=== kd_tree_search_pipe ===
Fig. 1: kd_tree_search_pipe, supply network
Pins as bars on the die edge.
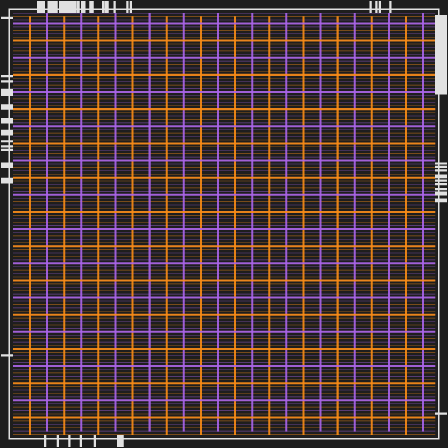
Fig. 2: kd_tree_search_pipe, clock wiring as the flow saved it
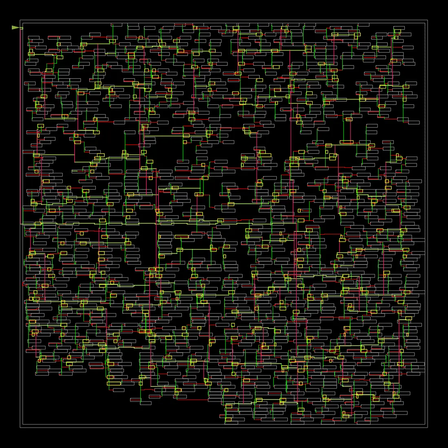
File: config.mk
export PLATFORM = sky130hd
export DESIGN_NAME = kd_tree_search_pipe
export DESIGN_NICKNAME = d
export VERILOG_FILES = /design/src/rtl/kd_tree_search_pipe.sv
export SDC_FILE = /design/constraint.sdc
export NUM_CORES = 2
export LEC_CHECK = 0
export CORE_MARGIN = 2
export CORE_UTILIZATION = 50
export CTS_BUF_LIST = sky130_fd_sc_hd__clkbuf_4 sky130_fd_sc_hd__clkbuf_8
export DETAILED_ROUTE_END_ITERATION = 10
export MAX_ROUTING_LAYER = met4
export PLACE_DENSITY_LB_ADDON = 0.08
export SETUP_SLACK_MARGIN = 0.4
export SLEW_MARGIN = 20
export SYNTH_ARGS = -nofsm -noshare
export SYNTH_HDL_FRONTEND = slang
export SYNTH_SLANG_ARGS = --single-unit
File: constraint.sdc
create_clock -name clk_i -period 12.75 [get_ports clk_i]
set_clock_uncertainty 0.1 [all_clocks]
set_input_delay 1.275 -clock clk_i [delete_from_list [all_inputs] [get_ports clk_i]]
set_output_delay 1.275 -clock clk_i [all_outputs]
set_load 0.1 [all_outputs]
File: src/rtl/kd_tree_search_pipe.sv
// Fully pipelined KD-tree traversal: one query per cycle walks DEPTH levels of internal nodes
// (split dimension + signed median) and emits the leaf index with the original patch.
module kd_tree_search_pipe #(
    parameter int unsigned DATA_WIDTH  = 11,
    parameter int unsigned NUM_DIMS    = 5,
    parameter int unsigned DEPTH       = 6,
    parameter int unsigned IDX_WIDTH   = $clog2(NUM_DIMS),
    parameter int unsigned PATCH_WIDTH = DATA_WIDTH * NUM_DIMS
) (
    input  logic                            clk_i,
    input  logic                            rst_i,
    input  logic                            cfg_clear_i,
    input  logic                            cfg_valid_i,
    output logic                            cfg_ready_o,
    input  logic [DATA_WIDTH+IDX_WIDTH-1:0] cfg_data_i,
    output logic                            tree_loaded_o,
    input  logic                            patch_valid_i,
    output logic                            patch_ready_o,
    input  logic [PATCH_WIDTH-1:0]          patch_in_i,
    output logic                            leaf_valid_o,
    input  logic                            leaf_ready_i,
    output logic [DEPTH-1:0]                leaf_index_o,
    output logic [PATCH_WIDTH-1:0]          patch_out_o
);

    localparam int unsigned NumNodes = 2 ** DEPTH - 1;

    logic signed [DATA_WIDTH-1:0] med_q   [NumNodes];
    logic        [IDX_WIDTH-1:0]  split_q [NumNodes];

    logic [DEPTH-1:0]       wr_ptr_q, wr_ptr_d;
    logic                   loaded_q, loaded_d;
    logic [DEPTH-1:0]       st_valid_q, st_valid_d;
    logic [PATCH_WIDTH-1:0] st_patch_q [DEPTH];
    logic [PATCH_WIDTH-1:0] st_patch_d [DEPTH];
    logic [DEPTH-1:0]       st_path_q  [DEPTH];
    logic [DEPTH-1:0]       st_path_d  [DEPTH];
    logic                   leaf_valid_q, leaf_valid_d;
    logic [DEPTH-1:0]       leaf_index_q, leaf_index_d;
    logic [PATCH_WIDTH-1:0] patch_out_q, patch_out_d;

    logic [DEPTH-1:0] right;
    logic [DEPTH-1:0] next_path [DEPTH];
    logic             stall, pipe_empty, cfg_fire, patch_fire, last_node;

    // Split indices beyond the last dimension read as component value 0.
    function automatic logic signed [DATA_WIDTH-1:0] sel_comp(
        input logic [PATCH_WIDTH-1:0] patch,
        input logic [IDX_WIDTH-1:0]   idx
    );
        logic signed [DATA_WIDTH-1:0] res;
        res = '0;
        for (int d = 0; d < NUM_DIMS; d++) begin
            if (idx == IDX_WIDTH'(d)) res = patch[d*DATA_WIDTH +: DATA_WIDTH];
        end
        return res;
    endfunction

    assign stall         = leaf_valid_q & ~leaf_ready_i;
    assign pipe_empty    = ~(|st_valid_q) & ~leaf_valid_q;
    assign cfg_ready_o   = ~loaded_q & pipe_empty;
    assign patch_ready_o = loaded_q & ~stall & ~cfg_clear_i;
    assign cfg_fire      = cfg_valid_i & cfg_ready_o & ~cfg_clear_i;
    assign patch_fire    = patch_valid_i & patch_ready_o;
    assign last_node     = (wr_ptr_q == DEPTH'(NumNodes - 1));

    assign tree_loaded_o = loaded_q;
    assign leaf_valid_o  = leaf_valid_q;
    assign leaf_index_o  = leaf_index_q;
    assign patch_out_o   = patch_out_q;

    for (genvar s = 0; s < DEPTH; s++) begin : g_stage
        logic        [DEPTH-1:0]      node;
        logic signed [DATA_WIDTH-1:0] comp;
        assign node         = DEPTH'((2 ** s) - 1) + st_path_q[s];
        assign comp         = sel_comp(st_patch_q[s], split_q[node]);
        assign right[s]     = !(comp < med_q[node]);
        assign next_path[s] = (st_path_q[s] << 1) | DEPTH'(right[s]);
    end

    always_comb begin
        wr_ptr_d = wr_ptr_q;
        loaded_d = loaded_q;
        if (cfg_clear_i && pipe_empty) begin
            wr_ptr_d = '0;
            loaded_d = 1'b0;
        end else if (cfg_fire) begin
            wr_ptr_d = last_node ? '0 : wr_ptr_q + 1'b1;
            loaded_d = last_node;
        end
    end

    // A stall freezes every stage and the output register together.
    always_comb begin
        st_valid_d   = st_valid_q;
        st_patch_d   = st_patch_q;
        st_path_d    = st_path_q;
        leaf_valid_d = leaf_valid_q;
        leaf_index_d = leaf_index_q;
        patch_out_d  = patch_out_q;
        if (!stall) begin
            st_valid_d[0] = patch_fire;
            st_patch_d[0] = patch_in_i;
            st_path_d[0]  = '0;
            for (int s = 1; s < DEPTH; s++) begin
                st_valid_d[s] = st_valid_q[s-1];
                st_patch_d[s] = st_patch_q[s-1];
                st_path_d[s]  = next_path[s-1];
            end
            leaf_valid_d = st_valid_q[DEPTH-1];
            if (st_valid_q[DEPTH-1]) begin
                leaf_index_d = next_path[DEPTH-1];
                patch_out_d  = st_patch_q[DEPTH-1];
            end
        end
    end

    always_ff @(posedge clk_i or posedge rst_i) begin
        if (rst_i) begin
            wr_ptr_q     <= '0;
            loaded_q     <= 1'b0;
            st_valid_q   <= '0;
            leaf_valid_q <= 1'b0;
            leaf_index_q <= '0;
            patch_out_q  <= '0;
            for (int s = 0; s < DEPTH; s++) begin
                st_patch_q[s] <= '0;
                st_path_q[s]  <= '0;
            end
        end else begin
            wr_ptr_q     <= wr_ptr_d;
            loaded_q     <= loaded_d;
            st_valid_q   <= st_valid_d;
            st_patch_q   <= st_patch_d;
            st_path_q    <= st_path_d;
            leaf_valid_q <= leaf_valid_d;
            leaf_index_q <= leaf_index_d;
            patch_out_q  <= patch_out_d;
        end
    end

    // Node storage is deliberately left out of reset.
    always_ff @(posedge clk_i) begin
        if (cfg_fire) begin
            med_q[wr_ptr_q]   <= cfg_data_i[DATA_WIDTH+IDX_WIDTH-1:IDX_WIDTH];
            split_q[wr_ptr_q] <= cfg_data_i[IDX_WIDTH-1:0];
        end
    end

endmodule
==> run summary <==
flow finished, numbers: Post-synth area hogs sky130_fd_sc_hd__edfxtp_1, sky130_fd_sc_hd__dfrtp_1, sky130_fd_sc_hd__mux4_2, sky130_fd_sc_hd__nand2_1, sky130_fd_sc_hd__mux2i_1, post_cts resized 0, area of the core region 112,000 sq um, Worst Slack Setup Final 5.90 ns, timing startpoint of the critical path st_path_q[0], H-tree depth 4, placement-stage worst setup slack 5.86 ns, sum of internal, switching and leakage power 0.0137 W, Required @ worst endpoint 13.41 ns, WL final 154,000 microns, measured slew at the worst slew-check pin 1.11 ns, Min-Delay Path Depth 2, run status finished clean, clock power share 26.8%, yosys synthesis chip area 56,400 sq um, post-synthesis cell area 56,400 sq um, kind of critical path reg2reg, number of cells on the worst reg-to-reg path 18, Detailed Route Iter0 Violations 3,639, Die Span X 340 microns, most common cell after layout, fill and taps aside sky130_fd_sc_hd__nand2_1, post-synthesis area per instance 14.9 sq um, Critical Path Stages 18, number of post-CTS setup repair buffers 0, via total after detailed routing 33.0k, detailed-route vias per instance 5.83, Critical R2R Capture leaf_index_o[0], library cell occupying the most area in the post-synthesis netlist sky130_fd_sc_hd__edfxtp_1, reg2reg start st_path_q[0], number of remaining DRC errors 0, final sum of negative setup slack 0 ns, setup slack on the worst flop-to-flop path 5.90 ns, Tot GR Track Use 27.7%, Post-synth EDFFs 882, DRT Pass-1 Iters 5, sequential group power 0.00476 W, Comb group 0.00531 W, overflow left after global routing 0, routability cong. 0.851, top power group combinational cells, end point of the critical path leaf_index_o[0], master cell of the clock root buffer sky130_fd_sc_hd__clkbuf_8
About Fig. 1:
colour	net
purple	VDD
orange	VSS
signal pins	140
rows	123
met1 rails	124
met4 straps	24

About Fig. 2:
count of clock buffers in the final design: 319
clock latency at the later pin of the worst-skew pair: 0.88 ns
number of clock sinks seen by CTS: 1,302
CTS buffer count: 211
flip-flop and latch count: 1,302

[final cells by class]
| type | instances | area [sq um] |
|---|---|---|
| clock inverter | 60 | 477 |
| antenna | 2 | 5.00 |
| timing repair buffer | 228 | 2040 |
| multi-input combinational | 2218 | 18500 |
| tap | 1500 | 1880 |
| sequential | 1302 | 37000 |
| inverter | 40 | 154 |
| clock buffer | 319 | 3820 |
| fill | 9019 | 48300 |
[registers in the layout, indices dropped and copies added (netlist names), 6 cells and up]
name,flops
st_valid_q,6
patch_out_o,55
st_patch_q,330
st_path_q,15
split_q,189
med_q,693
leaf_index_o,6
wr_ptr_q,6
[routing by layer]
metal | global-route usage, % | wire, microns
met5 | - | 0
met1 | 41.4 | 70400
met2 | 40.0 | 69800
met3 | 4.37 | 10500
met4 | 6.90 | 3240
[kinds of logic after synthesis]
family	share of synthesized area, %
DFF	65.6
and+or+nand+nor	9.09
muxes	18.0
AOI/OAI and AO/OA	3.71
buffers and inverters	2.06
adders and majority gates	1.46
xor gates and xnor gates	0.107

=== p_to_s ===
`config.mk`:
```
export PLATFORM = sky130hd
export DESIGN_NAME = p_to_s
export DESIGN_NICKNAME = d
export VERILOG_FILES = /design/src/rtl/p_to_s.sv
export SDC_FILE = /design/constraint.sdc
export NUM_CORES = 1
export LEC_CHECK = 0
export CAP_MARGIN = 10
export CORE_MARGIN = 2
export CORE_UTILIZATION = 47
export DETAILED_ROUTE_END_ITERATION = 16
export HOLD_SLACK_MARGIN = 0.05
export PLACE_DENSITY = 0.77
export SLEW_MARGIN = 20
export SYNTH_ARGS = -nofsm -noshare
export SYNTH_HDL_FRONTEND = slang
export SYNTH_SLANG_ARGS = --single-unit
```
`constraint.sdc`:
```
create_clock -name clk -period 2.6 [get_ports clk]
set_input_delay 0.52 -clock clk [delete_from_list [all_inputs] [get_ports clk]]
set_output_delay 0.52 -clock clk [all_outputs]
set_load 0.03 [all_outputs]
```
`src/rtl/p_to_s.sv`:
```
// rtl/p_to_s.sv - parallel word to serial bit stream converter with a one-word hold buffer
module p_to_s #(
  parameter int WIDTH     = 6,
  parameter bit MSB_FIRST = 1'b0
) (
  input  logic             clk,
  input  logic             rst,
  input  logic             valid_a,
  output logic             ready_a,
  input  logic [WIDTH-1:0] data_a,
  output logic             valid_b,
  input  logic             ready_b,
  output logic             data_b,
  output logic             last_b
);

  localparam int            CW       = $clog2(WIDTH);
  localparam logic [CW-1:0] CNT_LAST = CW'(WIDTH - 1);

  typedef enum logic {IDLE, SHIFT} state_t;

  state_t           state;
  logic [WIDTH-1:0] shreg;
  logic [WIDTH-1:0] hold;
  logic [WIDTH-1:0] shreg_shifted;
  logic [CW-1:0]    cnt;
  logic             hold_full;
  logic             in_xfer;
  logic             out_xfer;
  logic             word_done;
  logic             load_direct;

  assign ready_a   = !hold_full && !rst;
  assign valid_b   = (state == SHIFT);
  assign data_b    = valid_b && (MSB_FIRST ? shreg[WIDTH-1] : shreg[0]);
  assign last_b    = valid_b && (cnt == CNT_LAST);
  assign in_xfer   = valid_a && ready_a;
  assign out_xfer  = valid_b && ready_b;
  assign word_done = out_xfer && last_b;

  // in_xfer implies an empty hold, so an idle FSM or a finishing word takes data_a straight into shreg.
  assign load_direct   = in_xfer && ((state == IDLE) || word_done);
  assign shreg_shifted = MSB_FIRST ? {shreg[WIDTH-2:0], 1'b0} : {1'b0, shreg[WIDTH-1:1]};

  always_ff @(posedge clk) begin
    if (rst) begin
      state     <= IDLE;
      shreg     <= '0;
      hold      <= '0;
      hold_full <= 1'b0;
      cnt       <= '0;
    end else begin
      if (load_direct) begin
        shreg <= data_a;
        cnt   <= '0;
        state <= SHIFT;
      end else if (word_done) begin
        cnt <= '0;
        if (hold_full) begin
          shreg     <= hold;
          hold_full <= 1'b0;
        end else begin
          state <= IDLE;
        end
      end else if (out_xfer) begin
        shreg <= shreg_shifted;
        cnt   <= cnt + CW'(1);
      end

      if (in_xfer && !load_direct) begin
        hold      <= data_a;
        hold_full <= 1'b1;
      end
    end
  end

endmodule
```
==> run summary <==
flow finished, numbers: kind of critical path reg2out, post-route cell area 1040 sq um, Post-synth area hogs sky130_fd_sc_hd__dfxtp_1, sky130_fd_sc_hd__mux2i_1, sky130_fd_sc_hd__nor2_1, sky130_fd_sc_hd__nand2_1, sky130_fd_sc_hd__o221ai_1, switching power as a share of total power 27.3%, switching pwr 0.000143 W, setup slack on the worst flop-to-flop path 0.96 ns, Post-DP Area 1010 sq um, Final Hold Slack 0.476 ns, Layout area overhead 21.9%, adder and majority gate portion of the synthesized area 2.95%, Required @ worst endpoint 2.08 ns, met2 wire length 794 microns, number of clock sinks seen by CTS 17, CTS tree yes, run status finished clean, timing startpoint of the critical path cnt[0], sequential-to-total area share from yosys stat 40.1%
## registers in the layout (all words and copies together), names as in the netlist
signal and flops:
shreg 6, valid_b 1, cnt 3, hold_full 1
hold 6
## layout make-up
type / instances / area share (%)
clock buffer: 4 / 2.54
multi-input combinational: 68 / 45.8
timing repair buffer: 16 / 14.7
inverter: 3 / 1.09
tap: 25 / 3.02
sequential: 17 / 32.9
## layout by cell type, fill, tap and decap left out, types with 3 or more instances in the layout
cell                              synthesis  routed
sky130_fd_sc_hd__clkbuf_4                 0       3
sky130_fd_sc_hd__nand2_1                  7       7
sky130_fd_sc_hd__clkdlybuf4s50_1          0      13
sky130_fd_sc_hd__buf_4                    0       3
sky130_fd_sc_hd__o221ai_1                 3       3
sky130_fd_sc_hd__o22ai_1                  3       3
sky130_fd_sc_hd__dfxtp_1                 17      17
sky130_fd_sc_hd__a21oi_1                  5       5
sky130_fd_sc_hd__or3_1                    3       3
sky130_fd_sc_hd__mux2i_1                  6       6
sky130_fd_sc_hd__nor2_1                  12      12
## worst max-delay path: cells and delay by family, from the launching register on
family	cells	cell delay [ns]
simple gates	1	0.16
buf+inv	1	0.66
fa+ha+maj	1	0.22
flops	1	0.39
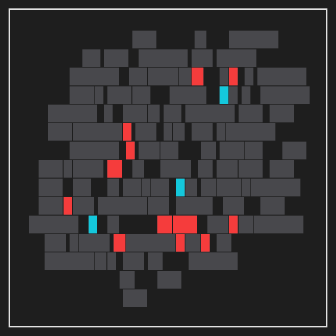
Fig. 3. Logic cells by family (p_to_s).
colour	family	cells
red	nand cells	12
cyan	inv cells	3
non-filler cells in the finished layout: 133
most common cell after layout, fill and taps aside: sky130_fd_sc_hd__dfxtp_1

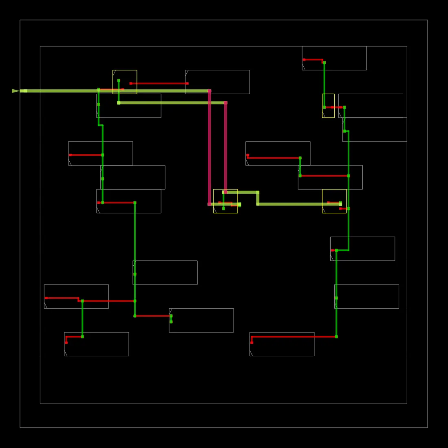
Fig. 4. Clock wiring as the flow saved it (p_to_s).
power attributed to the clock group: 0.000140 W
Clock Skews: 0.00238 ns
count of clock buffers in the final design: 4
flip-flop and latch count: 17



==> gallery <==
M1 wires.
Supply wires on this layer in grey.
Plate I
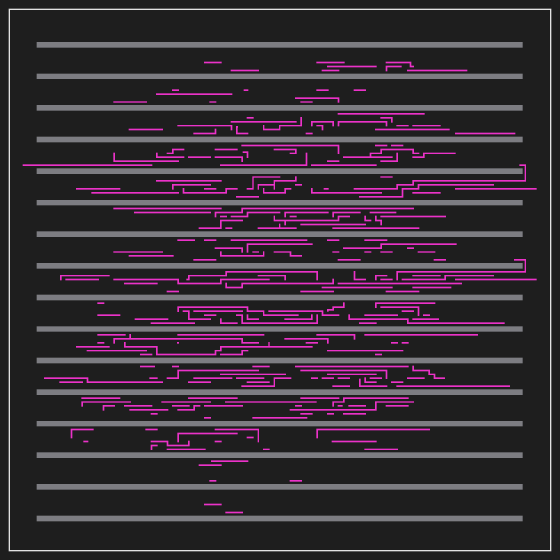
Plate II
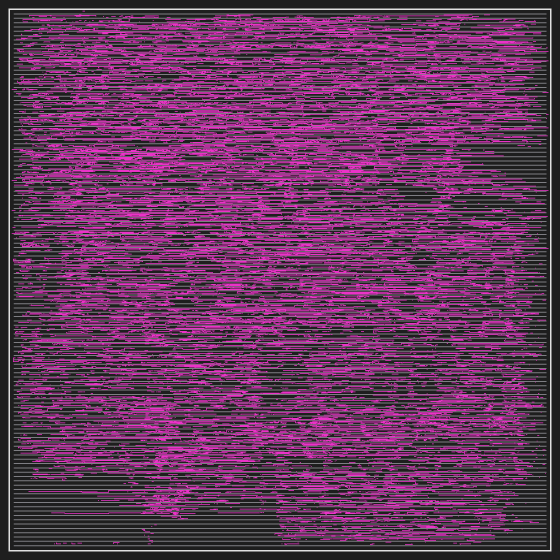
p_to_s is Plate I.
kd_tree_search_pipe is Plate II.

Power figures rest on the tool's default switching activity, not on a simulated workload.
